# ram_cmd_arbiter_flat

Fig. 1: ram_cmd_arbiter_flat, clock nets
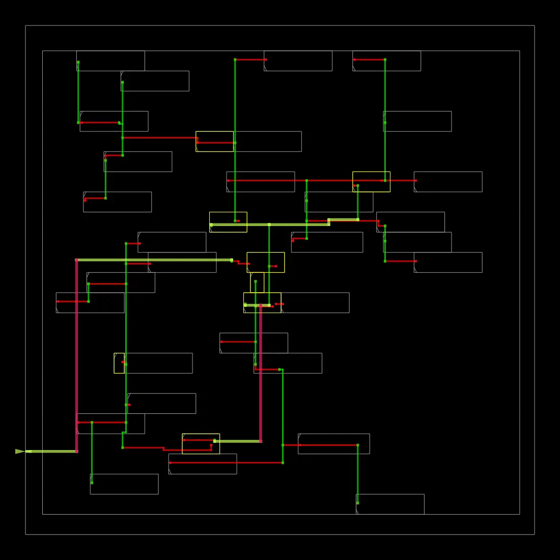
Fig. 2: ram_cmd_arbiter_flat, ports around the boundary
(6 px per um) Pins as bars across the die edge, other pins in gray.
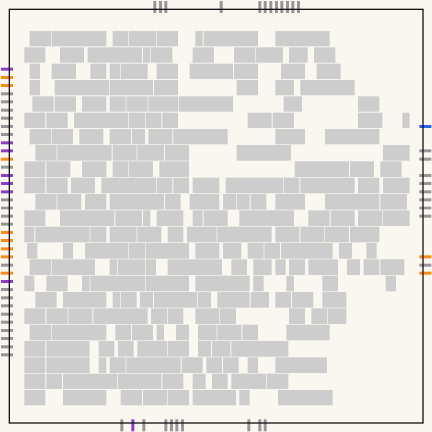
--- src/rtl/ram_cmd_arbiter_if.sv ---
// ram_cmd_arbiter_if
//   Bundles the two requester ports and the RAM command/response port of
//   ram_cmd_arbiter.
//   master : requesters + RAM model (drives req/we/addr/wdata, ram_dout,
//            ram_tx_valid; observes ack/rdata/err/busy, ram_din, ram_rx_valid)
//   slave  : the arbiter itself
interface ram_cmd_arbiter_if #(
    parameter int ADDR_SIZE = 8
);
    logic                 req0, req1;
    logic                 we0, we1;
    logic [ADDR_SIZE-1:0] addr0, addr1;
    logic [ADDR_SIZE-1:0] wdata0, wdata1;
    logic                 ack0, ack1;
    logic [ADDR_SIZE-1:0] rdata;
    logic                 err;
    logic                 busy;
    logic [ADDR_SIZE+1:0] ram_din;
    logic                 ram_rx_valid;
    logic [ADDR_SIZE-1:0] ram_dout;
    logic                 ram_tx_valid;

    modport master (
        output req0, req1, we0, we1, addr0, addr1, wdata0, wdata1,
        output ram_dout, ram_tx_valid,
        input  ack0, ack1, rdata, err, busy, ram_din, ram_rx_valid
    );

    modport slave (
        input  req0, req1, we0, we1, addr0, addr1, wdata0, wdata1,
        input  ram_dout, ram_tx_valid,
        output ack0, ack1, rdata, err, busy, ram_din, ram_rx_valid
    );
endinterface

--- src/rtl/ram_cmd_arbiter.sv ---
// ram_cmd_arbiter
//   Round-robin arbiter between two requesters sharing one RAM command port.
//   Each granted transaction sends two command words ({opcode, payload}):
//   address word (00 = write addr, 10 = read addr) then data word
//   (01 = write data, 11 = read trigger). Reads wait for ram_tx_valid.
//   Ports: clk, rst (async, active-high), bus (ram_cmd_arbiter_if.slave).
//   Optional feature: define RAM_ARB_TIMEOUT_EN to abandon a read after
//   TIMEOUT cycles in WAIT_RD, completing it with ack + err and leaving
//   rdata untouched. Without it err is tied low and reads wait forever.
module ram_cmd_arbiter #(
    parameter int ADDR_SIZE = 8,
    parameter int TIMEOUT   = 8
) (
    input  logic             clk,
    input  logic             rst,
    ram_cmd_arbiter_if.slave bus
);
    typedef enum logic [2:0] {IDLE, CMD_ADDR, CMD_DATA, WAIT_RD, DONE} state_t;

    if (TIMEOUT < 1) begin : g_timeout_chk
        $error("ram_cmd_arbiter: TIMEOUT must be at least 1");
    end

    state_t               state_q, state_d;
    logic                 gnt_q, gnt_d;     // requester owning the current transaction
    logic                 last_q, last_d;   // requester granted most recently
    logic                 we_q, we_d;
    logic [ADDR_SIZE-1:0] addr_q, addr_d;
    logic [ADDR_SIZE-1:0] wdata_q, wdata_d;
    logic [ADDR_SIZE-1:0] rdata_q, rdata_d;

`ifdef RAM_ARB_TIMEOUT_EN
    localparam int CNT_W = $clog2(TIMEOUT + 1);
    logic [CNT_W-1:0] cnt_q, cnt_d;
    logic             to_q, to_d;           // current read ended by timeout
`endif

    always_comb begin
        state_d          = state_q;
        gnt_d            = gnt_q;
        last_d           = last_q;
        we_d             = we_q;
        addr_d           = addr_q;
        wdata_d          = wdata_q;
        rdata_d          = rdata_q;
        bus.ram_rx_valid = 1'b0;
        bus.ram_din      = '0;
        bus.ack0         = 1'b0;
        bus.ack1         = 1'b0;
`ifdef RAM_ARB_TIMEOUT_EN
        cnt_d            = cnt_q;
        to_d             = to_q;
`endif
        case (state_q)
            IDLE: begin
                if (bus.req0 || bus.req1) begin
                    // On a tie the requester not served last wins.
                    gnt_d   = (bus.req0 && bus.req1) ? ~last_q : bus.req1;
                    last_d  = gnt_d;
                    we_d    = gnt_d ? bus.we1    : bus.we0;
                    addr_d  = gnt_d ? bus.addr1  : bus.addr0;
                    wdata_d = gnt_d ? bus.wdata1 : bus.wdata0;
                    state_d = CMD_ADDR;
`ifdef RAM_ARB_TIMEOUT_EN
                    to_d    = 1'b0;
`endif
                end
            end
            CMD_ADDR: begin
                bus.ram_rx_valid = 1'b1;
                bus.ram_din      = {(we_q ? 2'b00 : 2'b10), addr_q};
                state_d          = CMD_DATA;
            end
            CMD_DATA: begin
                bus.ram_rx_valid = 1'b1;
                bus.ram_din      = we_q ? {2'b01, wdata_q} : {2'b11, {ADDR_SIZE{1'b0}}};
                state_d          = we_q ? DONE : WAIT_RD;
`ifdef RAM_ARB_TIMEOUT_EN
                cnt_d            = '0;
`endif
            end
            WAIT_RD: begin
                if (bus.ram_tx_valid) begin
                    rdata_d = bus.ram_dout;
                    state_d = DONE;
                end
`ifdef RAM_ARB_TIMEOUT_EN
                // cnt_q counts completed WAIT_RD cycles; leave after TIMEOUT of them.
                else if (cnt_q == CNT_W'(TIMEOUT - 1)) begin
                    to_d    = 1'b1;
                    state_d = DONE;
                end else begin
                    cnt_d = cnt_q + 1'b1;
                end
`endif
            end
            DONE: begin
                bus.ack0 = ~gnt_q;
                bus.ack1 = gnt_q;
                state_d  = IDLE;
            end
            default: state_d = IDLE;
        endcase
    end

    always_ff @(posedge clk or posedge rst) begin
        if (rst) begin
            state_q <= IDLE;
            gnt_q   <= 1'b0;
            last_q  <= 1'b1;
            we_q    <= 1'b0;
            addr_q  <= '0;
            wdata_q <= '0;
            rdata_q <= '0;
`ifdef RAM_ARB_TIMEOUT_EN
            cnt_q   <= '0;
            to_q    <= 1'b0;
`endif
        end else begin
            state_q <= state_d;
            gnt_q   <= gnt_d;
            last_q  <= last_d;
            we_q    <= we_d;
            addr_q  <= addr_d;
            wdata_q <= wdata_d;
            rdata_q <= rdata_d;
`ifdef RAM_ARB_TIMEOUT_EN
            cnt_q   <= cnt_d;
            to_q    <= to_d;
`endif
        end
    end

    assign bus.busy  = (state_q != IDLE);
    assign bus.rdata = rdata_q;
`ifdef RAM_ARB_TIMEOUT_EN
    assign bus.err   = (state_q == DONE) && to_q;
`else
    assign bus.err   = 1'b0;
`endif
endmodule
--- src/flat_wrapper.sv ---
// flat-port wrapper written by rule: the top's interface ports become plain ports
module ram_cmd_arbiter_flat 
#(
    parameter int ADDR_SIZE = 8,
    parameter int TIMEOUT   = 8
)
  (clk, rst, bus_req0, bus_req1, bus_we0, bus_we1, bus_addr0, bus_addr1, bus_wdata0, bus_wdata1, bus_ram_dout, bus_ram_tx_valid, bus_ack0, bus_ack1, bus_rdata, bus_err, bus_busy, bus_ram_din, bus_ram_rx_valid);
  ram_cmd_arbiter_if #(.ADDR_SIZE(ADDR_SIZE)) bus_i ();
  input  logic clk;
  input  logic rst;
  input wire logic [$bits(bus_i.req0)-1:0] bus_req0;
  input wire logic [$bits(bus_i.req1)-1:0] bus_req1;
  input wire logic [$bits(bus_i.we0)-1:0] bus_we0;
  input wire logic [$bits(bus_i.we1)-1:0] bus_we1;
  input wire logic [$bits(bus_i.addr0)-1:0] bus_addr0;
  input wire logic [$bits(bus_i.addr1)-1:0] bus_addr1;
  input wire logic [$bits(bus_i.wdata0)-1:0] bus_wdata0;
  input wire logic [$bits(bus_i.wdata1)-1:0] bus_wdata1;
  input wire logic [$bits(bus_i.ram_dout)-1:0] bus_ram_dout;
  input wire logic [$bits(bus_i.ram_tx_valid)-1:0] bus_ram_tx_valid;
  output wire logic [$bits(bus_i.ack0)-1:0] bus_ack0;
  output wire logic [$bits(bus_i.ack1)-1:0] bus_ack1;
  output wire logic [$bits(bus_i.rdata)-1:0] bus_rdata;
  output wire logic [$bits(bus_i.err)-1:0] bus_err;
  output wire logic [$bits(bus_i.busy)-1:0] bus_busy;
  output wire logic [$bits(bus_i.ram_din)-1:0] bus_ram_din;
  output wire logic [$bits(bus_i.ram_rx_valid)-1:0] bus_ram_rx_valid;
  assign bus_i.req0 = bus_req0;
  assign bus_i.req1 = bus_req1;
  assign bus_i.we0 = bus_we0;
  assign bus_i.we1 = bus_we1;
  assign bus_i.addr0 = bus_addr0;
  assign bus_i.addr1 = bus_addr1;
  assign bus_i.wdata0 = bus_wdata0;
  assign bus_i.wdata1 = bus_wdata1;
  assign bus_i.ram_dout = bus_ram_dout;
  assign bus_i.ram_tx_valid = bus_ram_tx_valid;
  assign bus_ack0 = bus_i.ack0;
  assign bus_ack1 = bus_i.ack1;
  assign bus_rdata = bus_i.rdata;
  assign bus_err = bus_i.err;
  assign bus_busy = bus_i.busy;
  assign bus_ram_din = bus_i.ram_din;
  assign bus_ram_rx_valid = bus_i.ram_rx_valid;
  ram_cmd_arbiter #(.ADDR_SIZE(ADDR_SIZE), .TIMEOUT(TIMEOUT)) u_core (.clk(clk), .rst(rst), .bus(bus_i));
endmodule
--- config.mk ---
export PLATFORM = sky130hd
export DESIGN_NAME = ram_cmd_arbiter_flat
export DESIGN_NICKNAME = d
export VERILOG_FILES = /design/src/rtl/ram_cmd_arbiter_if.sv /design/src/rtl/ram_cmd_arbiter.sv /design/src/flat_wrapper.sv
export SDC_FILE = /design/constraint.sdc
export NUM_CORES = 1
export LEC_CHECK = 0
export ABC_CLOCK_PERIOD_IN_PS = 1500
export CORE_MARGIN = 2
export CORE_UTILIZATION = 37
export CTS_CLUSTER_SIZE = 24
export DETAILED_ROUTE_END_ITERATION = 8
export PLACE_DENSITY = 0.83
export SYNTH_ARGS = -nofsm -noshare
export SYNTH_HDL_FRONTEND = slang
export SYNTH_SLANG_ARGS = --single-unit
export TNS_END_PERCENT = 100
--- constraint.sdc ---
create_clock -name clk -period 1.5 [get_ports clk]
set_clock_uncertainty 0.15 [all_clocks]
set_input_delay 0.225 -clock clk [delete_from_list [all_inputs] [get_ports clk]]
set_output_delay 0.225 -clock clk [all_outputs]
set_load 0.005 [all_outputs]
==> results.tsv <==
stage	metric	value	unit
run_status	status	finished, violations left	
run_status	violations	negative setup slack	
yosys	yosys_warnings	0	
sta	setup_violations	33	
worst_setup_path	crit_path_end_kind	output pin	
flow_run	warnings	28	
grt	grtUsageMet1	25.9	%
yosys	ys_async_sr_fraction	100	%
flow_run	max_cap_violations	0	
sta	timing.final.crit_share	122	%
yosys	ys_sh_simple	11.6	%
cells_and_area	layout.area.comb	963	um^2
die	dieHeight	68.7	um
cells_and_area	fin_cells	282	
sta	final.setup.worst_slack	-336	ps
Notes on Fig. 1 above:
Clock Power: 0.000666 W
Flops: 30

Notes on Fig. 2 above:
Key: blue = bus_err [pins 1, direction output, edge right]; purple = bus_addr1 [pins 8, direction input, edge 7 left, 1 bottom]; orange = bus_ram_din [pins 10, direction output, edge 8 left, 2 right]


# adder_seq_ctrl

Fig. 3: adder_seq_ctrl, placed cells, one color a class
(4 px per um)
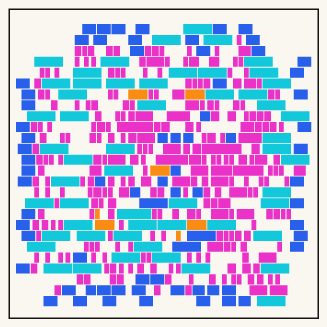
Fig. 4: adder_seq_ctrl, cell density map
(4 px per um) The die is cut into 8 by 8 equal tiles; black is low, pale yellow is high, 0 to 100% covered.
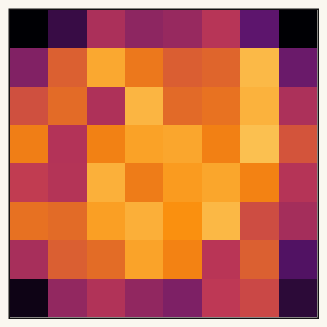
===== src/rtl/adder_pkg.sv =====
`default_nettype none
// ============================================================================
//  Module  : adder_pkg
//  Purpose : Shared definitions for the nibble-serial adder sequencer:
//            nibble width, controller state encoding and a nibble-count helper.
//  Ports   : none (package)
//  Rev     : 1.0  initial release
// ============================================================================
package adder_pkg;

   localparam int NIBBLE_W = 4;

   typedef enum logic [1:0] {
      IDLE = 2'd0,
      RUN  = 2'd1,
      DONE = 2'd2
   } state_t;

   // Number of nibble iterations needed for a given operand width.
   function automatic int nib_count(input int width);
      return width / NIBBLE_W;
   endfunction

endpackage
`default_nettype wire


===== src/rtl/adder_seq_ctrl_cla4.sv =====
`default_nettype none
// ============================================================================
//  Module  : adder_seq_ctrl_cla4
//  Purpose : 4-bit carry-lookahead nibble adder (propagate/generate terms and
//            a flat lookahead carry network). Purely combinational.
//  Ports   : i_a, i_b [3:0]  nibble operands
//            i_cIn           carry into bit 0
//            o_sum [3:0]     nibble sum
//            o_cOut          carry out of bit 3
//  Rev     : 1.0  initial release
// ============================================================================
module adder_seq_ctrl_cla4 (
   input  logic [3:0] i_a,
   input  logic [3:0] i_b,
   input  logic       i_cIn,
   output logic [3:0] o_sum,
   output logic       o_cOut
);

   logic [3:0] w_p;
   logic [3:0] w_g;
   logic [4:0] w_c;

   assign w_p = i_a ^ i_b;
   assign w_g = i_a & i_b;

   // Every carry is expanded directly from the nibble carry-in so no carry
   // ripples through a previous carry term.
   assign w_c[0] = i_cIn;
   assign w_c[1] = w_g[0] | (w_p[0] & i_cIn);
   assign w_c[2] = w_g[1] | (w_p[1] & w_g[0]) | (w_p[1] & w_p[0] & i_cIn);
   assign w_c[3] = w_g[2] | (w_p[2] & w_g[1]) | (w_p[2] & w_p[1] & w_g[0])
                 | (w_p[2] & w_p[1] & w_p[0] & i_cIn);
   assign w_c[4] = w_g[3] | (w_p[3] & w_g[2]) | (w_p[3] & w_p[2] & w_g[1])
                 | (w_p[3] & w_p[2] & w_p[1] & w_g[0])
                 | (w_p[3] & w_p[2] & w_p[1] & w_p[0] & i_cIn);

   assign o_sum  = w_p ^ w_c[3:0];
   assign o_cOut = w_c[4];

endmodule
`default_nettype wire


===== src/rtl/adder_seq_ctrl.sv =====
`default_nettype none
// ============================================================================
//  Module  : adder_seq_ctrl
//  Purpose : Multi-cycle WIDTH-bit adder that reuses a single 4-bit CLA slice,
//            LSB nibble first, chaining the carry through a register.
//  Ports   : clock, reset (sync, active-low)
//            io_in_valid/io_in_ready, io_a, io_b, io_cIn   operand side
//            io_out_valid/io_out_ready, io_s, io_cOut      result side
//            io_busy                                        high in RUN/DONE
//            io_sub   (only with ADDER_SEQ_SUB_EN) 1 = compute a-b
//  Macro   : ADDER_SEQ_SUB_EN enables the subtract input.
//  Rev     : 1.0  initial release
// ============================================================================
module adder_seq_ctrl
   import adder_pkg::*;
#(
   parameter int WIDTH = 16
) (
`ifdef ADDER_SEQ_SUB_EN
   input  logic             io_sub,
`endif
   input  logic             clock,
   input  logic             reset,
   input  logic             io_in_valid,
   output logic             io_in_ready,
   input  logic [WIDTH-1:0] io_a,
   input  logic [WIDTH-1:0] io_b,
   input  logic             io_cIn,
   output logic             io_out_valid,
   input  logic             io_out_ready,
   output logic [WIDTH-1:0] io_s,
   output logic             io_cOut,
   output logic             io_busy
);

   localparam int NIB = nib_count(WIDTH);
   localparam int CW  = (NIB > 1) ? $clog2(NIB) : 1;
   localparam logic [CW-1:0] c_lastNib = CW'(NIB - 1);

   generate
      if ((WIDTH % NIBBLE_W) != 0 || WIDTH < NIBBLE_W) begin : g_badWidth
         $error("adder_seq_ctrl: WIDTH must be a multiple of 4 and >= 4");
      end
   endgenerate

   state_t           r_state;
   state_t           w_nextState;
   logic             w_accept;
   logic [WIDTH-1:0] r_a;
   logic [WIDTH-1:0] r_b;
   logic [WIDTH-1:0] r_s;
   logic             r_carry;
   logic             r_cOut;
   logic [CW-1:0]    w_count;
   logic             w_lastNib;
   logic [CW+1:0]    w_base;
   logic [WIDTH-1:0] w_bIn;
   logic             w_cIn;
   logic [3:0]       w_nibSum;
   logic             w_nibCout;

   // Subtraction is a + ~b + 1, so it only changes what gets latched.
`ifdef ADDER_SEQ_SUB_EN
   assign w_bIn = io_sub ? ~io_b : io_b;
   assign w_cIn = io_sub ? 1'b1  : io_cIn;
`else
   assign w_bIn = io_b;
   assign w_cIn = io_cIn;
`endif

   // ---------------------------------------------------------------- FSM
   always_ff @(posedge clock) begin
      if (!reset) r_state <= IDLE;
      else        r_state <= w_nextState;
   end

   always_comb begin
      w_nextState  = r_state;
      w_accept     = 1'b0;
      io_in_ready  = 1'b0;
      io_out_valid = 1'b0;
      io_busy      = 1'b0;
      case (r_state)
         IDLE: begin
            io_in_ready = 1'b1;
            if (io_in_valid) begin
               w_accept    = 1'b1;
               w_nextState = RUN;
            end
         end
         RUN: begin
            io_busy = 1'b1;
            if (w_lastNib) w_nextState = DONE;
         end
         DONE: begin
            io_busy      = 1'b1;
            io_out_valid = 1'b1;
            if (io_out_ready) w_nextState = IDLE;
         end
         default: w_nextState = IDLE;
      endcase
   end

   // ------------------------------------------------------- nibble counter
   generate
      if (NIB > 1) begin : g_counter
         logic [CW-1:0] r_count;
         always_ff @(posedge clock) begin
            if (!reset)                       r_count <= '0;
            else if (w_accept)                r_count <= '0;
            else if (r_state == RUN && !w_lastNib) r_count <= r_count + 1'b1;
         end
         assign w_count = r_count;
      end else begin : g_noCounter
         // A single nibble needs no iteration index.
         assign w_count = '0;
      end
   endgenerate

   assign w_lastNib = (w_count == c_lastNib);
   assign w_base    = {w_count, 2'b00};

   // ------------------------------------------------------------- datapath
   adder_seq_ctrl_cla4 u_cla4 (
      .i_a    (r_a[w_base +: NIBBLE_W]),
      .i_b    (r_b[w_base +: NIBBLE_W]),
      .i_cIn  (r_carry),
      .o_sum  (w_nibSum),
      .o_cOut (w_nibCout)
   );

   always_ff @(posedge clock) begin
      if (!reset) begin
         r_a     <= '0;
         r_b     <= '0;
         r_s     <= '0;
         r_carry <= 1'b0;
         r_cOut  <= 1'b0;
      end else if (w_accept) begin
         r_a     <= io_a;
         r_b     <= w_bIn;
         r_carry <= w_cIn;
         r_s     <= '0;
      end else if (r_state == RUN) begin
         r_s[w_base +: NIBBLE_W] <= w_nibSum;
         r_carry                 <= w_nibCout;
         // Result carry is kept apart from the chain carry so io_cOut stays
         // at the last result until the next one completes.
         if (w_lastNib) r_cOut <= w_nibCout;
      end
   end

   assign io_s    = r_s;
   assign io_cOut = r_cOut;

endmodule
`default_nettype wire


===== config.mk =====
export PLATFORM = sky130hd
export DESIGN_NAME = adder_seq_ctrl
export DESIGN_NICKNAME = d
export VERILOG_FILES = /design/src/rtl/adder_pkg.sv /design/src/rtl/adder_seq_ctrl_cla4.sv /design/src/rtl/adder_seq_ctrl.sv
export SDC_FILE = /design/constraint.sdc
export NUM_CORES = 1
export LEC_CHECK = 0
export ABC_AREA = 1
export CORE_UTILIZATION = 45
export DETAILED_ROUTE_END_ITERATION = 8
export PLACE_DENSITY_LB_ADDON = 0.1
export SLEW_MARGIN = 25
export SYNTH_ARGS = -nofsm -noshare
export SYNTH_HDL_FRONTEND = slang
export SYNTH_SLANG_ARGS = --single-unit

===== constraint.sdc =====
create_clock -name clock -period 2.01 [get_ports clock]
set_clock_uncertainty 0.05 [all_clocks]
set_input_delay 0.5025 -clock clock [delete_from_list [all_inputs] [get_ports clock]]
set_output_delay 0.5025 -clock clock [all_outputs]
set_load 0.02 [all_outputs]

==> results.tsv <==
stage	metric	value	unit
run_status	status	finished, violations left	
run_status	violations	negative setup slack	
worst_setup_path	worstPathRequired	2190	ps
place	io_buffer_count	56	
detailed_routing	wl_met2	3.06	mm
die	rows	26	
power_and_ir_drop	ir_worst_vdd	0.702	mV
worst_setup_path	endpoint	io_s[15]$_SDFFE_PP0P_	
grt	use_met2	39.6	%
worst_hold_path	min_from	io_s[8]$_SDFFE_PP0P_	
sta	worst_pin_slew	307	ps
sta	setup_violations	10	
cells_and_area	area_dominant_class	multi-input combinational cells	
worst_setup_path	crit_fanout	17	
cts	cts_setup_buffers	0	
detailed_routing	wire_per_inst	12.3	um
cts	clk_pin_slew	90	ps
yosys	synth.distinct_cells	33	
grt	grt_max_degree	36	
sta	final.setup.worst_slack	-71.1	ps
yosys	yosysTopAreaCellShare	42.9	%
yosys	common_cells	nor2_1 (87), dfxtp_1 (54), o21ai_0 (53)	
flow_run	max_cap_violations	0	
cts	cts_tree	done	
yosys	top_cell	nor2_1	
power_and_ir_drop	power_frac_clock	12.1	%
yosys	numSynthFlops	54	
grt	track_usage	21.2	%
yosys	synthAdderAreaFrac	7.74	%
power_and_ir_drop	p_sw	0.00192	W
detailed_routing	drtIter0Drc	62	
worst_hold_path	holdPathEnd	io_s[8]$_SDFFE_PP0P_	
flow_run	warnings	36	
yosys	yosys_most_used_dff	dfxtp_1	
sta	maxSlewHeadroom	79.5	%
yosys	ys_area	2520	um^2
worst_setup_path	worst-path-stages	10	
sta	rsz0062_at_grt	true	
detailed_routing	ant_nets	0	
worst_setup_path	critPathBufInv	1	
die	tap_cells	70	
grt	grt_pass1_wl	10.2	mm
detailed_routing	viasPerCell	5.03	
sta	hold_ws	419	ps
About Fig. 3:
Key: cyan = flip-flops [cells 54, share of their area 33%]; orange = clock drivers and dummy loads [cells 7, share of their area 2.3%]; blue = other buffers and delay cells [cells 71, share of their area 21%]; magenta = all other logic [cells 266, share of their area 44%]

About Fig. 4:
The fullest tile reaches 86%. The densest ninth of the die: center. 3.1% of the tiles are nearly empty. 23% of the tiles are over 75% full. The mean over all tiles is 56%.


# ysyx_23060203_axi_reader_flat

Fig. 5: ysyx_23060203_axi_reader_flat, placed cells, one color a class
(2 px per um)
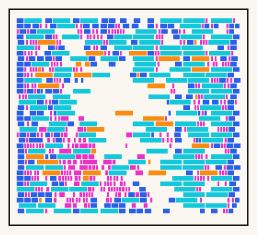
Fig. 6: ysyx_23060203_axi_reader_flat, ports around the boundary
(3 px per um) Pins as bars across the die edge, other pins in gray.
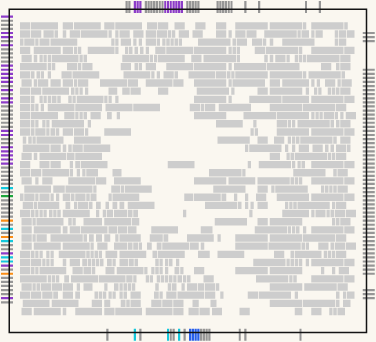
==> src/rtl/ysyx_23060203_axi_reader_if.sv <==
// AXI4 bus bundle between the read initiator and the crossbar.
// The read channels are the live path. The write-channel handshake
// signals are included so the initiator can hold them inactive.
interface axi_if #(
  parameter int ADDR_W = 32
) ();

  // Read address channel
  logic [ADDR_W-1:0] araddr;
  logic              arvalid;
  logic              arready;
  logic [3:0]        arid;
  logic [7:0]        arlen;
  logic [2:0]        arsize;
  logic [1:0]        arburst;

  // Read data channel
  logic              rvalid;
  logic              rready;
  logic [31:0]       rdata;
  logic [1:0]        rresp;
  logic              rlast;
  logic [3:0]        rid;

  // Write-channel handshakes, held idle by a read-only initiator
  logic              awvalid;
  logic              wvalid;
  logic              bready;

  modport master (
    output araddr, arvalid, arid, arlen, arsize, arburst, rready,
    output awvalid, wvalid, bready,
    input  arready, rvalid, rdata, rresp, rlast, rid
  );

  modport slave (
    input  araddr, arvalid, arid, arlen, arsize, arburst, rready,
    input  awvalid, wvalid, bready,
    output arready, rvalid, rdata, rresp, rlast, rid
  );

endinterface

==> src/rtl/ysyx_23060203_axi_reader.sv <==
// AXI4 read initiator.
// It turns a client valid/ready read request into one INCR AR transaction.
// Each R beat passes through a 2-entry response FIFO.
// Only one transaction is outstanding at a time.
// Slave errors, rid mismatches and rlast mismatches are reported through a
// sticky error flag.
module ysyx_23060203_axi_reader #(
  parameter int ID     = 0,
  parameter int ADDR_W = 32
) (
  input  logic              clock,
  input  logic              reset,

  // Client request side
  input  logic              req_valid,
  output logic              req_ready,
  input  logic [ADDR_W-1:0] req_addr,
  input  logic [2:0]        req_size,
  input  logic [7:0]        req_len,

  // Client response side (FIFO head)
  output logic              resp_valid,
  input  logic              resp_ready,
  output logic [31:0]       resp_data,
  output logic              resp_last,
  output logic              resp_err,

  // Status
  output logic              err_sticky,
  input  logic              err_clear,
  output logic              busy,

  // AXI bus
  axi_if.master             read
);

  typedef enum logic [1:0] {
    IDLE = 2'd0,
    ADDR = 2'd1,
    DATA = 2'd2
  } state_t;

  typedef struct packed {
    logic [31:0] data;
    logic        err;
    logic        last;
  } entry_t;

  localparam logic [3:0] ID_VAL = 4'(ID);

  state_t            state;
  logic [ADDR_W-1:0] araddr_q;
  logic [7:0]        arlen_q;
  logic [2:0]        arsize_q;
  logic [7:0]        cnt;

  entry_t            fifo_mem [2];
  logic              wr_ptr;
  logic              rd_ptr;
  logic [1:0]        fifo_count;

  logic              r_ready;
  logic              beat_acc;
  logic              beat_last;
  logic              fifo_push;
  logic              fifo_pop;
  logic              beat_bad;

  // Handshake outputs depend only on registered state and FIFO occupancy.
  // This keeps every combinational path from the bus or the client out of them.
  assign req_ready = (state == IDLE);
  assign busy      = (state != IDLE);
  assign r_ready   = (state == DATA) && (fifo_count != 2'd2);

  assign read.arvalid = (state == ADDR);
  assign read.araddr  = araddr_q;
  assign read.arlen   = arlen_q;
  assign read.arsize  = arsize_q;
  assign read.arid    = ID_VAL;
  assign read.arburst = 2'b01;
  assign read.rready  = r_ready;
  assign read.awvalid = 1'b0;
  assign read.wvalid  = 1'b0;
  assign read.bready  = 1'b0;

  // The beat counter, not rlast, decides which beat ends the transaction.
  assign beat_acc  = read.rvalid && r_ready;
  assign beat_last = (cnt == arlen_q);
  assign fifo_push = beat_acc;
  assign fifo_pop  = resp_valid && resp_ready;

  // A protocol or slave error is flagged, but the beat is still delivered.
  assign beat_bad = (read.rresp != 2'b00) ||
                    (read.rid != ID_VAL) ||
                    (read.rlast != beat_last);

  // FSM: the request latches AR fields, then the address phase and data phase follow.
  // NOTE: sequential state uses non-blocking assignments so all registers update
  // together from values sampled before the edge.
  always_ff @(posedge clock or posedge reset) begin
    if (reset) begin
      state    <= IDLE;
      araddr_q <= '0;
      arlen_q  <= '0;
      arsize_q <= '0;
      cnt      <= '0;
    end else begin
      case (state)
        IDLE: begin
          if (req_valid) begin
            araddr_q <= req_addr;
            arlen_q  <= req_len;
            arsize_q <= req_size;
            cnt      <= '0;
            state    <= ADDR;
          end
        end
        ADDR: begin
          if (read.arready) begin
            state <= DATA;
          end
        end
        DATA: begin
          if (beat_acc) begin
            cnt <= cnt + 8'd1;
            if (beat_last) begin
              state <= IDLE;
            end
          end
        end
        default: state <= IDLE;
      endcase
    end
  end

  // FIFO storage: write the entry at the write pointer on each accepted beat.
  // NOTE: the data array has no reset. Occupancy is tracked by fifo_count, so
  // stale contents are never presented as valid.
  always_ff @(posedge clock) begin
    if (fifo_push) begin
      fifo_mem[wr_ptr] <= '{data: read.rdata,
                            err:  (read.rresp != 2'b00),
                            last: beat_last};
    end
  end

  // FIFO pointers and occupancy. A push and a pop in the same cycle leave the count unchanged.
  always_ff @(posedge clock or posedge reset) begin
    if (reset) begin
      wr_ptr     <= 1'b0;
      rd_ptr     <= 1'b0;
      fifo_count <= 2'd0;
    end else begin
      if (fifo_push) begin
        wr_ptr <= ~wr_ptr;
      end
      if (fifo_pop) begin
        rd_ptr <= ~rd_ptr;
      end
      case ({fifo_push, fifo_pop})
        2'b10:   fifo_count <= fifo_count + 2'd1;
        2'b01:   fifo_count <= fifo_count - 2'd1;
        default: fifo_count <= fifo_count;
      endcase
    end
  end

  // Sticky error flag. A new error wins over a clear in the same cycle.
  always_ff @(posedge clock or posedge reset) begin
    if (reset) begin
      err_sticky <= 1'b0;
    end else if (beat_acc && beat_bad) begin
      err_sticky <= 1'b1;
    end else if (err_clear) begin
      err_sticky <= 1'b0;
    end
  end

  assign resp_valid = (fifo_count != 2'd0);
  assign resp_data  = fifo_mem[rd_ptr].data;
  assign resp_err   = fifo_mem[rd_ptr].err;
  assign resp_last  = fifo_mem[rd_ptr].last;

endmodule

==> src/flat_wrapper.sv <==
// flat-port wrapper written by rule: the top's interface ports become plain ports
module ysyx_23060203_axi_reader_flat 
#(
  parameter int ID     = 0,
  parameter int ADDR_W = 32
)
  (clock, reset, req_valid, req_ready, req_addr, req_size, req_len, resp_valid, resp_ready, resp_data, resp_last, resp_err, err_sticky, err_clear, busy, read_araddr, read_arvalid, read_arid, read_arlen, read_arsize, read_arburst, read_rready, read_awvalid, read_wvalid, read_bready, read_arready, read_rvalid, read_rdata, read_rresp, read_rlast, read_rid);
  axi_if #(.ADDR_W(ADDR_W)) read_i ();
  input  logic clock;
  input  logic reset;
  input  logic req_valid;
  output logic req_ready;
  input  logic [ADDR_W-1:0] req_addr;
  input  logic [2:0] req_size;
  input  logic [7:0] req_len;
  output logic resp_valid;
  input  logic resp_ready;
  output logic [31:0] resp_data;
  output logic resp_last;
  output logic resp_err;
  output logic err_sticky;
  input  logic err_clear;
  output logic busy;
  output wire logic [$bits(read_i.araddr)-1:0] read_araddr;
  output wire logic [$bits(read_i.arvalid)-1:0] read_arvalid;
  output wire logic [$bits(read_i.arid)-1:0] read_arid;
  output wire logic [$bits(read_i.arlen)-1:0] read_arlen;
  output wire logic [$bits(read_i.arsize)-1:0] read_arsize;
  output wire logic [$bits(read_i.arburst)-1:0] read_arburst;
  output wire logic [$bits(read_i.rready)-1:0] read_rready;
  output wire logic [$bits(read_i.awvalid)-1:0] read_awvalid;
  output wire logic [$bits(read_i.wvalid)-1:0] read_wvalid;
  output wire logic [$bits(read_i.bready)-1:0] read_bready;
  input wire logic [$bits(read_i.arready)-1:0] read_arready;
  input wire logic [$bits(read_i.rvalid)-1:0] read_rvalid;
  input wire logic [$bits(read_i.rdata)-1:0] read_rdata;
  input wire logic [$bits(read_i.rresp)-1:0] read_rresp;
  input wire logic [$bits(read_i.rlast)-1:0] read_rlast;
  input wire logic [$bits(read_i.rid)-1:0] read_rid;
  assign read_araddr = read_i.araddr;
  assign read_arvalid = read_i.arvalid;
  assign read_arid = read_i.arid;
  assign read_arlen = read_i.arlen;
  assign read_arsize = read_i.arsize;
  assign read_arburst = read_i.arburst;
  assign read_rready = read_i.rready;
  assign read_awvalid = read_i.awvalid;
  assign read_wvalid = read_i.wvalid;
  assign read_bready = read_i.bready;
  assign read_i.arready = read_arready;
  assign read_i.rvalid = read_rvalid;
  assign read_i.rdata = read_rdata;
  assign read_i.rresp = read_rresp;
  assign read_i.rlast = read_rlast;
  assign read_i.rid = read_rid;
  ysyx_23060203_axi_reader #(.ID(ID), .ADDR_W(ADDR_W)) u_core (.clock(clock), .reset(reset), .req_valid(req_valid), .req_ready(req_ready), .req_addr(req_addr), .req_size(req_size), .req_len(req_len), .resp_valid(resp_valid), .resp_ready(resp_ready), .resp_data(resp_data), .resp_last(resp_last), .resp_err(resp_err), .err_sticky(err_sticky), .err_clear(err_clear), .busy(busy), .read(read_i));
endmodule
==> config.mk <==
export PLATFORM = sky130hd
export DESIGN_NAME = ysyx_23060203_axi_reader_flat
export DESIGN_NICKNAME = d
export VERILOG_FILES = /design/src/rtl/ysyx_23060203_axi_reader_if.sv /design/src/rtl/ysyx_23060203_axi_reader.sv /design/src/flat_wrapper.sv
export SDC_FILE = /design/constraint.sdc
export NUM_CORES = 1
export LEC_CHECK = 0
export ABC_AREA = 1
export CORE_ASPECT_RATIO = 0.9
export CORE_MARGIN = 3
export CORE_UTILIZATION = 45
export DETAILED_ROUTE_END_ITERATION = 16
export GPL_TIMING_DRIVEN = 0
export PLACE_DENSITY = 0.91
export RECOVER_POWER = 25
export SYNTH_ARGS = -nofsm -noshare
export SYNTH_HDL_FRONTEND = slang
export SYNTH_SLANG_ARGS = --single-unit
==> constraint.sdc <==
create_clock -name clock -period 3.3 [get_ports clock]
set_clock_uncertainty 0.1 [all_clocks]
set_input_delay 0.495 -clock clock [delete_from_list [all_inputs] [get_ports clock]]
set_output_delay 0.495 -clock clock [all_outputs]
set_load 0.02 [all_outputs]
==> results.tsv <==
stage	metric	value	unit
run_status	status	complete, no violations	
power_and_ir_drop	power_frac_comb	40.9	%
detailed_routing	route.met3.wl	1.32	mm
yosys	top_cell	nand2_1	
cells_and_area	flops	126	
cells_and_area	fin_cells	860	
die	dieArea	12700	um^2
cts	cts_buffers	17	
power_and_ir_drop	top_power_group	combinational logic	
die	coreArea	11000	um^2
place	hpwlAfterDp	9.14	mm
sta	final-hold-violation-count	0	
grt	use_met2	36.3	%
place	placedInstanceArea	7090	um^2
worst_setup_path	cpMostUsedCell	nand2_1	
sta	maxSlewViolCount	0	
cts	cts_resized	0	
worst_setup_path	endpoint	resp_data[10]	
worst_setup_path	cp.arrival	2330	ps
worst_setup_path	crit_type	register to output pin	
power_and_ir_drop	p_leak	3.42	nW
power_and_ir_drop	comb_power	0.00292	W
yosys	synthAdderAreaFrac	0.488	%
worst_setup_path	worstSetupStartpoint	u_core.rd_ptr$_DFFE_PP0P_	
cells_and_area	lay_top_cells	nand2_1 (258), clkdlybuf4s50_1 (137), edfxtp_1 (68), dfrtp_1 (58), dlygate4sd3_1 (34)	
place	io_buffer_count	171	
grt	track_usage	21.4	%
detailed_routing	viasPerCell	4.77	
detailed_routing	drtPass1Iterations	5	
worst_setup_path	timing.rr.start	u_core.state[0]$_DFFE_PP0P_	
die	dieHeight	107	um
yosys	netlist_instances	498	
cells_and_area	layout.area.comb	1430	um^2
worst_hold_path	min_path_cells	2	
detailed_routing	wirelength	13.1	mm
cells_and_area	seq_share	45.4	%
cells_and_area	top_register	u_core.fifo_mem	
sta	setup_violations	0	
cts	cts_tree	done	
detailed_routing	topRoutingLayerUsed	met5	
cts	h-tree-depth	4	
cells_and_area	buf_share	24.4	%
die	fp_util	46.7	%
cells_and_area	drive_gt1_share	9.04	%
detailed_routing	ant_nets	0	
yosys	ys_area	5130	um^2
yosys	ys_sh_simple	23.4	%
yosys	syn-cell-area	5130	um^2
worst_setup_path	crit_path_start_kind	register	
power_and_ir_drop	p_sw_share	36.2	%
cells_and_area	sh_comb_area	18.6	%
power_and_ir_drop	p_int	0.00456	W
place	gp_congestion	0.793	
power_and_ir_drop	power_frac_clock	26.9	%
die	ioPinCount	181	
power_and_ir_drop	sequentialPower	0.00231	W
power_and_ir_drop	power_frac_seq	32.3	%
sta	maxSlewHeadroom	19.9	%
yosys	logic_family	simple AND/OR/NAND/NOR gates	
cells_and_area	postLayoutCellArea	7700	um^2
## Picture notes: Fig. 5
Key: magenta = all other logic [cells 354, share of their area 20%]; blue = other buffers and delay cells [cells 197, share of their area 25%]; cyan = flip-flops [cells 126, share of their area 47%]; orange = clock drivers and dummy loads [cells 31, share of their area 8.0%]

## Picture notes: Fig. 6
Key: cyan = req_len [pins 8, direction input, edge 5 left, 3 bottom]; blue = read_rid [pins 4, direction input, edge bottom]; purple = read_araddr [pins 32, direction output, edge 22 left, 10 top]; green = resp_ready [pins 1, direction input, edge left]; orange = req_size [pins 3, direction input, edge left]


# uart_rx_bit_timer_flat

$ cat src/rtl/uart_rx_bit_timer_if.sv
// Bundle between the receiver FSM (master) and the UART RX bit-timing engine (slave).
// Latency: none; this only groups the wires.
// Backpressure: none; start/abort are single-cycle commands and the timer outputs are strobes.
// Optional cfg_err wire exists only when UART_RX_TIMER_ERR_EN is defined.
interface uart_rx_bit_timer_if #(
  parameter int PRESCALE_W = 6,
  parameter int BIT_CNT_W  = 4
);

  // Control from the receiver FSM and the start-edge detector.
  logic                  start;
  logic                  abort;
  logic [PRESCALE_W-1:0] prescale;
  logic                  par_en;
  logic                  stop2;

  // Timing status and strobes back to the sampler and deserializer.
  logic                  busy;
  logic [PRESCALE_W-1:0] edge_cnt;
  logic [BIT_CNT_W-1:0]  bit_cnt;
  logic                  sample_strb;
  logic [1:0]            sample_idx;
  logic                  bit_end;
  logic                  frame_end;
`ifdef UART_RX_TIMER_ERR_EN
  logic                  cfg_err;
`endif

  modport master (
    output start,
    output abort,
    output prescale,
    output par_en,
    output stop2,
    input  busy,
    input  edge_cnt,
    input  bit_cnt,
    input  sample_strb,
    input  sample_idx,
    input  bit_end,
    input  frame_end
`ifdef UART_RX_TIMER_ERR_EN
    , input cfg_err
`endif
  );

  modport slave (
    input  start,
    input  abort,
    input  prescale,
    input  par_en,
    input  stop2,
    output busy,
    output edge_cnt,
    output bit_cnt,
    output sample_strb,
    output sample_idx,
    output bit_end,
    output frame_end
`ifdef UART_RX_TIMER_ERR_EN
    , output cfg_err
`endif
  );

endinterface

$ cat src/rtl/uart_rx_bit_timer.sv
// UART RX bit-timing engine: edge/bit counters, 3-point sample strobes, bit/frame end pulses.
// Latency: busy rises the cycle after start; strobes are combinational from the counters.
// Backpressure: none; start is ignored while running, abort wins over everything.
// Optional: define UART_RX_TIMER_ERR_EN to reject prescale<4 with a one-cycle cfg_err pulse
// instead of clamping it to 4.
module uart_rx_bit_timer #(
  parameter int PRESCALE_W = 6,
  parameter int DATA_W     = 8,
  parameter int BIT_CNT_W  = 4
) (
  input  logic                   clk,
  input  logic                   rst,
  uart_rx_bit_timer_if.slave     tmr_if
);

  typedef enum logic {
    IDLE = 1'b0,
    RUN  = 1'b1
  } state_t;

  // Smallest oversampling ratio that still leaves room for three distinct sample edges.
  localparam logic [PRESCALE_W-1:0] P_MIN     = PRESCALE_W'(4);
  // Index of the last bit with one stop bit and no parity: start + data bits.
  localparam logic [BIT_CNT_W-1:0]  LAST_BASE = BIT_CNT_W'(DATA_W + 1);

  state_t                state_q, state_d;
  logic [PRESCALE_W-1:0] edge_q, edge_d;
  logic [BIT_CNT_W-1:0]  bit_q, bit_d;
  logic [PRESCALE_W-1:0] p_q, p_d;
  logic                  par_en_q, par_en_d;
  logic                  stop2_q, stop2_d;

  logic                  run;
  logic                  cfg_bad;
  logic                  start_go;
  logic [PRESCALE_W-1:0] p_sel;
  logic [PRESCALE_W-1:0] p_m1;
  logic [PRESCALE_W-1:0] mid;
  logic [PRESCALE_W-1:0] mid_m1;
  logic [PRESCALE_W-1:0] mid_p1;
  logic [BIT_CNT_W-1:0]  last_bit;
  logic                  at_bit_end;
  logic                  at_last_bit;
  logic                  strb;
  logic [1:0]            idx;

  assign run         = (state_q == RUN);
  assign cfg_bad     = (tmr_if.prescale < P_MIN);
  assign p_sel       = cfg_bad ? P_MIN : tmr_if.prescale;

  // Derived timing points, all kept at counter width; legal P keeps them in range.
  assign p_m1        = p_q - PRESCALE_W'(1);
  assign mid         = p_q >> 1;
  assign mid_m1      = mid - PRESCALE_W'(1);
  assign mid_p1      = mid + PRESCALE_W'(1);
  assign last_bit    = LAST_BASE + BIT_CNT_W'(par_en_q) + BIT_CNT_W'(stop2_q);
  assign at_bit_end  = (edge_q == p_m1);
  assign at_last_bit = (bit_q == last_bit);

  // A frame may only be launched from IDLE and never in the same cycle as an abort.
`ifdef UART_RX_TIMER_ERR_EN
  assign start_go = (state_q == IDLE) && tmr_if.start && !tmr_if.abort && !cfg_bad;
`else
  assign start_go = (state_q == IDLE) && tmr_if.start && !tmr_if.abort;
`endif

  // State, counters and latched frame configuration.
  always_ff @(posedge clk or negedge rst) begin
    if (!rst) begin
      state_q  <= IDLE;
      edge_q   <= '0;
      bit_q    <= '0;
      p_q      <= P_MIN;
      par_en_q <= 1'b0;
      stop2_q  <= 1'b0;
    end else begin
      state_q  <= state_d;
      edge_q   <= edge_d;
      bit_q    <= bit_d;
      p_q      <= p_d;
      par_en_q <= par_en_d;
      stop2_q  <= stop2_d;
    end
  end

  // Next-state logic: launch, count edges/bits, finish or abort the frame.
  always_comb begin
    state_d  = state_q;
    edge_d   = edge_q;
    bit_d    = bit_q;
    p_d      = p_q;
    par_en_d = par_en_q;
    stop2_d  = stop2_q;

    if (tmr_if.abort) begin
      state_d = IDLE;
      edge_d  = '0;
      bit_d   = '0;
    end else begin
      unique case (state_q)
        IDLE: begin
          edge_d = '0;
          bit_d  = '0;
          if (start_go) begin
            // The start cycle itself is edge 0 of bit 0, so RUN begins on edge 1.
            state_d  = RUN;
            edge_d   = PRESCALE_W'(1);
            p_d      = p_sel;
            par_en_d = tmr_if.par_en;
            stop2_d  = tmr_if.stop2;
          end
        end
        RUN: begin
          if (at_bit_end) begin
            edge_d = '0;
            if (at_last_bit) begin
              state_d = IDLE;
              bit_d   = '0;
            end else begin
              bit_d = bit_q + BIT_CNT_W'(1);
            end
          end else begin
            edge_d = edge_q + PRESCALE_W'(1);
          end
        end
        default: begin
          state_d = IDLE;
          edge_d  = '0;
          bit_d   = '0;
        end
      endcase
    end
  end

  // Majority-vote sample strobes around the bit centre, for every bit of the frame.
  always_comb begin
    strb = 1'b0;
    idx  = 2'd0;
    if (run) begin
      if (edge_q == mid_m1) begin
        strb = 1'b1;
        idx  = 2'd0;
      end else if (edge_q == mid) begin
        strb = 1'b1;
        idx  = 2'd1;
      end else if (edge_q == mid_p1) begin
        strb = 1'b1;
        idx  = 2'd2;
      end
    end
  end

`ifdef UART_RX_TIMER_ERR_EN
  logic cfg_err_q, cfg_err_d;

  assign cfg_err_d = (state_q == IDLE) && tmr_if.start && !tmr_if.abort && cfg_bad;

  // One-cycle flag for a start request carrying an unusable prescale.
  always_ff @(posedge clk or negedge rst) begin
    if (!rst) begin
      cfg_err_q <= 1'b0;
    end else begin
      cfg_err_q <= cfg_err_d;
    end
  end

  assign tmr_if.cfg_err = cfg_err_q;
`endif

  assign tmr_if.busy        = run;
  assign tmr_if.edge_cnt    = edge_q;
  assign tmr_if.bit_cnt     = bit_q;
  assign tmr_if.sample_strb = strb;
  assign tmr_if.sample_idx  = idx;
  // An aborted frame must not report a bit or frame boundary, even on its last edge.
  assign tmr_if.bit_end     = run && at_bit_end && !tmr_if.abort;
  assign tmr_if.frame_end   = run && at_bit_end && at_last_bit && !tmr_if.abort;

endmodule

$ cat src/flat_wrapper.sv
// flat-port wrapper written by rule: the top's interface ports become plain ports
module uart_rx_bit_timer_flat 
#(
  parameter int PRESCALE_W = 6,
  parameter int DATA_W     = 8,
  parameter int BIT_CNT_W  = 4
)
  (clk, rst, tmr_if_start, tmr_if_abort, tmr_if_prescale, tmr_if_par_en, tmr_if_stop2, tmr_if_busy, tmr_if_edge_cnt, tmr_if_bit_cnt, tmr_if_sample_strb, tmr_if_sample_idx, tmr_if_bit_end, tmr_if_frame_end);
  uart_rx_bit_timer_if #(.PRESCALE_W(PRESCALE_W), .BIT_CNT_W(BIT_CNT_W)) tmr_if_i ();
  input  logic clk;
  input  logic rst;
  input wire logic [$bits(tmr_if_i.start)-1:0] tmr_if_start;
  input wire logic [$bits(tmr_if_i.abort)-1:0] tmr_if_abort;
  input wire logic [$bits(tmr_if_i.prescale)-1:0] tmr_if_prescale;
  input wire logic [$bits(tmr_if_i.par_en)-1:0] tmr_if_par_en;
  input wire logic [$bits(tmr_if_i.stop2)-1:0] tmr_if_stop2;
  output wire logic [$bits(tmr_if_i.busy)-1:0] tmr_if_busy;
  output wire logic [$bits(tmr_if_i.edge_cnt)-1:0] tmr_if_edge_cnt;
  output wire logic [$bits(tmr_if_i.bit_cnt)-1:0] tmr_if_bit_cnt;
  output wire logic [$bits(tmr_if_i.sample_strb)-1:0] tmr_if_sample_strb;
  output wire logic [$bits(tmr_if_i.sample_idx)-1:0] tmr_if_sample_idx;
  output wire logic [$bits(tmr_if_i.bit_end)-1:0] tmr_if_bit_end;
  output wire logic [$bits(tmr_if_i.frame_end)-1:0] tmr_if_frame_end;
  assign tmr_if_i.start = tmr_if_start;
  assign tmr_if_i.abort = tmr_if_abort;
  assign tmr_if_i.prescale = tmr_if_prescale;
  assign tmr_if_i.par_en = tmr_if_par_en;
  assign tmr_if_i.stop2 = tmr_if_stop2;
  assign tmr_if_busy = tmr_if_i.busy;
  assign tmr_if_edge_cnt = tmr_if_i.edge_cnt;
  assign tmr_if_bit_cnt = tmr_if_i.bit_cnt;
  assign tmr_if_sample_strb = tmr_if_i.sample_strb;
  assign tmr_if_sample_idx = tmr_if_i.sample_idx;
  assign tmr_if_bit_end = tmr_if_i.bit_end;
  assign tmr_if_frame_end = tmr_if_i.frame_end;
  uart_rx_bit_timer #(.PRESCALE_W(PRESCALE_W), .DATA_W(DATA_W), .BIT_CNT_W(BIT_CNT_W)) u_core (.clk(clk), .rst(rst), .tmr_if(tmr_if_i));
endmodule
$ cat config.mk
export PLATFORM = sky130hd
export DESIGN_NAME = uart_rx_bit_timer_flat
export DESIGN_NICKNAME = d
export VERILOG_FILES = /design/src/rtl/uart_rx_bit_timer_if.sv /design/src/rtl/uart_rx_bit_timer.sv /design/src/flat_wrapper.sv
export SDC_FILE = /design/constraint.sdc
export NUM_CORES = 1
export LEC_CHECK = 0
export CAP_MARGIN = 20
export CELL_PAD_IN_SITES_DETAIL_PLACEMENT = 0
export CELL_PAD_IN_SITES_GLOBAL_PLACEMENT = 1
export CORE_MARGIN = 2
export CORE_UTILIZATION = 35
export CTS_CLUSTER_SIZE = 20
export DETAILED_ROUTE_END_ITERATION = 7
export HOLD_SLACK_MARGIN = 0.15
export PLACE_DENSITY = 0.79
export SYNTH_ARGS = -nofsm -noshare
export SYNTH_HDL_FRONTEND = slang
export SYNTH_SLANG_ARGS = --single-unit
$ cat constraint.sdc
create_clock -name clk -period 2.5 [get_ports clk]
set_clock_uncertainty 0.05 [all_clocks]
set_input_delay 0.5 -clock clk [delete_from_list [all_inputs] [get_ports clk]]
set_output_delay 0.5 -clock clk [all_outputs]
set_load 0.1 [all_outputs]
Fig. 7: uart_rx_bit_timer_flat, metal layers overlaid
(4 px per um)
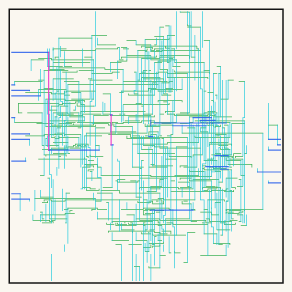
Key: green = met1 [wire length 1640 um]; blue = met3 [wire length 127 um]; magenta = met4 [wire length 32.0 um]; cyan = met2 [wire length 2120 um]

Fig. 8: uart_rx_bit_timer_flat, placed cells, one color a class
(4 px per um)
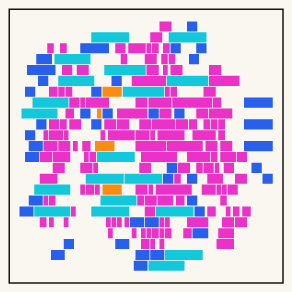
Key: blue = other buffers and delay cells [cells 41, share of their area 20%]; orange = clock drivers and dummy loads [cells 4, share of their area 2.2%]; cyan = flip-flops [cells 19, share of their area 24%]; magenta = all other logic [cells 139, share of their area 54%]

Fig. 9: uart_rx_bit_timer_flat, cell density map
(6 px per um) The die is cut into 7 by 7 equal tiles; black is low, pale yellow is high, 0 to 100% covered.
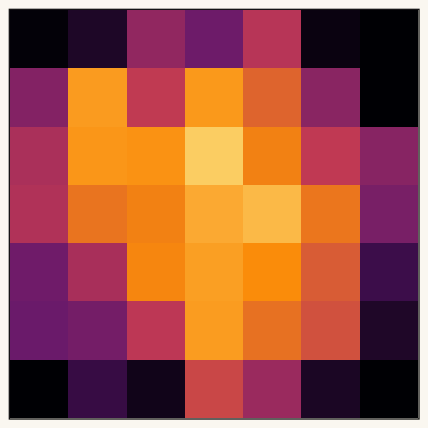
10% of the tiles are nearly empty. The fullest tile reaches 89%. 18% of the tiles are over 75% full. The emptiest ninth of the die: upper right.

==> results.tsv <==
stage	metric	value	unit
detailed_routing	wirelength	3.91	mm
run_status	violations	negative setup slack	
grt	use_met2	33.9	%
yosys	avgSynthCellArea	8.59	um^2
grt	busiest_layer	met2	
worst_setup_path	crit_path_start_kind	register	
detailed_routing	drtIter0Drc	49	
worst_setup_path	critPathMaxStageDelay	570	ps
sta	final.setup.worst_slack	-174	ps
power_and_ir_drop	ir_worst_vdd	0.280	mV
power_and_ir_drop	p_leak	0.868	nW
run_status	status	finished, violations left	
yosys	yosysTopAreaCell	dfrtp_1	
power_and_ir_drop	p_sw	0.000434	W
cells_and_area	seq_area	497	um^2
cells_and_area	seq_share	23.2	%
cts	cts_resized	19	
power_and_ir_drop	design_power_total	0.00111	W
power_and_ir_drop	power_density	521	nW/um^2
power_and_ir_drop	power_frac_comb	45.6	%
grt	grtUsageMet3	1.81	%
cts	cts.sink_count	19	
yosys	ys_sh_aoi	18.4	%
die	coreArea	3970	um^2
detailed_routing	drtPass1Iterations	4	
worst_setup_path	crit_fanout	4	
worst_setup_path	crit_path_end_kind	output pin	
detailed_routing	wl_met1	1.64	mm
worst_setup_path	r2r_setup_slack	160	ps
yosys	postSynthNetCount	186	
cts	clock_path_buffers	2	
detailed_routing	wl_met2	2.12	mm
detailed_routing	drc	0	
flow_run	max_cap_violations	0	
worst_setup_path	cp.arrival	2120	ps
place	pre_cts_slack	-10.8	ps
die	fp_util	36.1	%
sta	setup_violations	3	
power_and_ir_drop	sequentialPower	0.000393	W
worst_setup_path	worst-path-stages	8	
cells_and_area	fill_cells	354	
cts	h-tree-depth	1	


## Gallery

Clock nets.
panel A
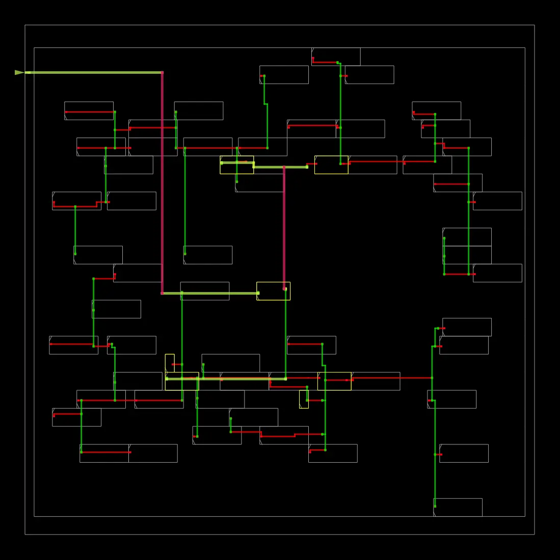
panel B
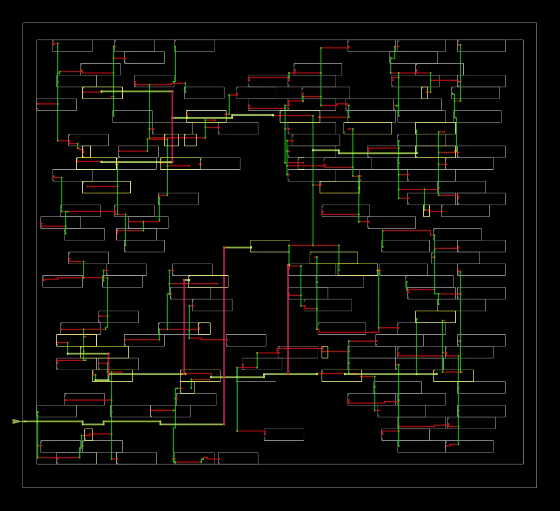
panel C
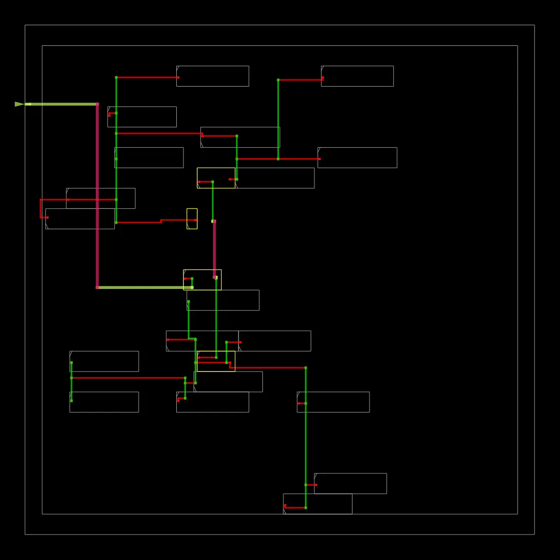
- panel A = adder_seq_ctrl
- panel C = uart_rx_bit_timer_flat
- panel B = ysyx_23060203_axi_reader_flat

Power is estimated from default activity; no workload was simulated.
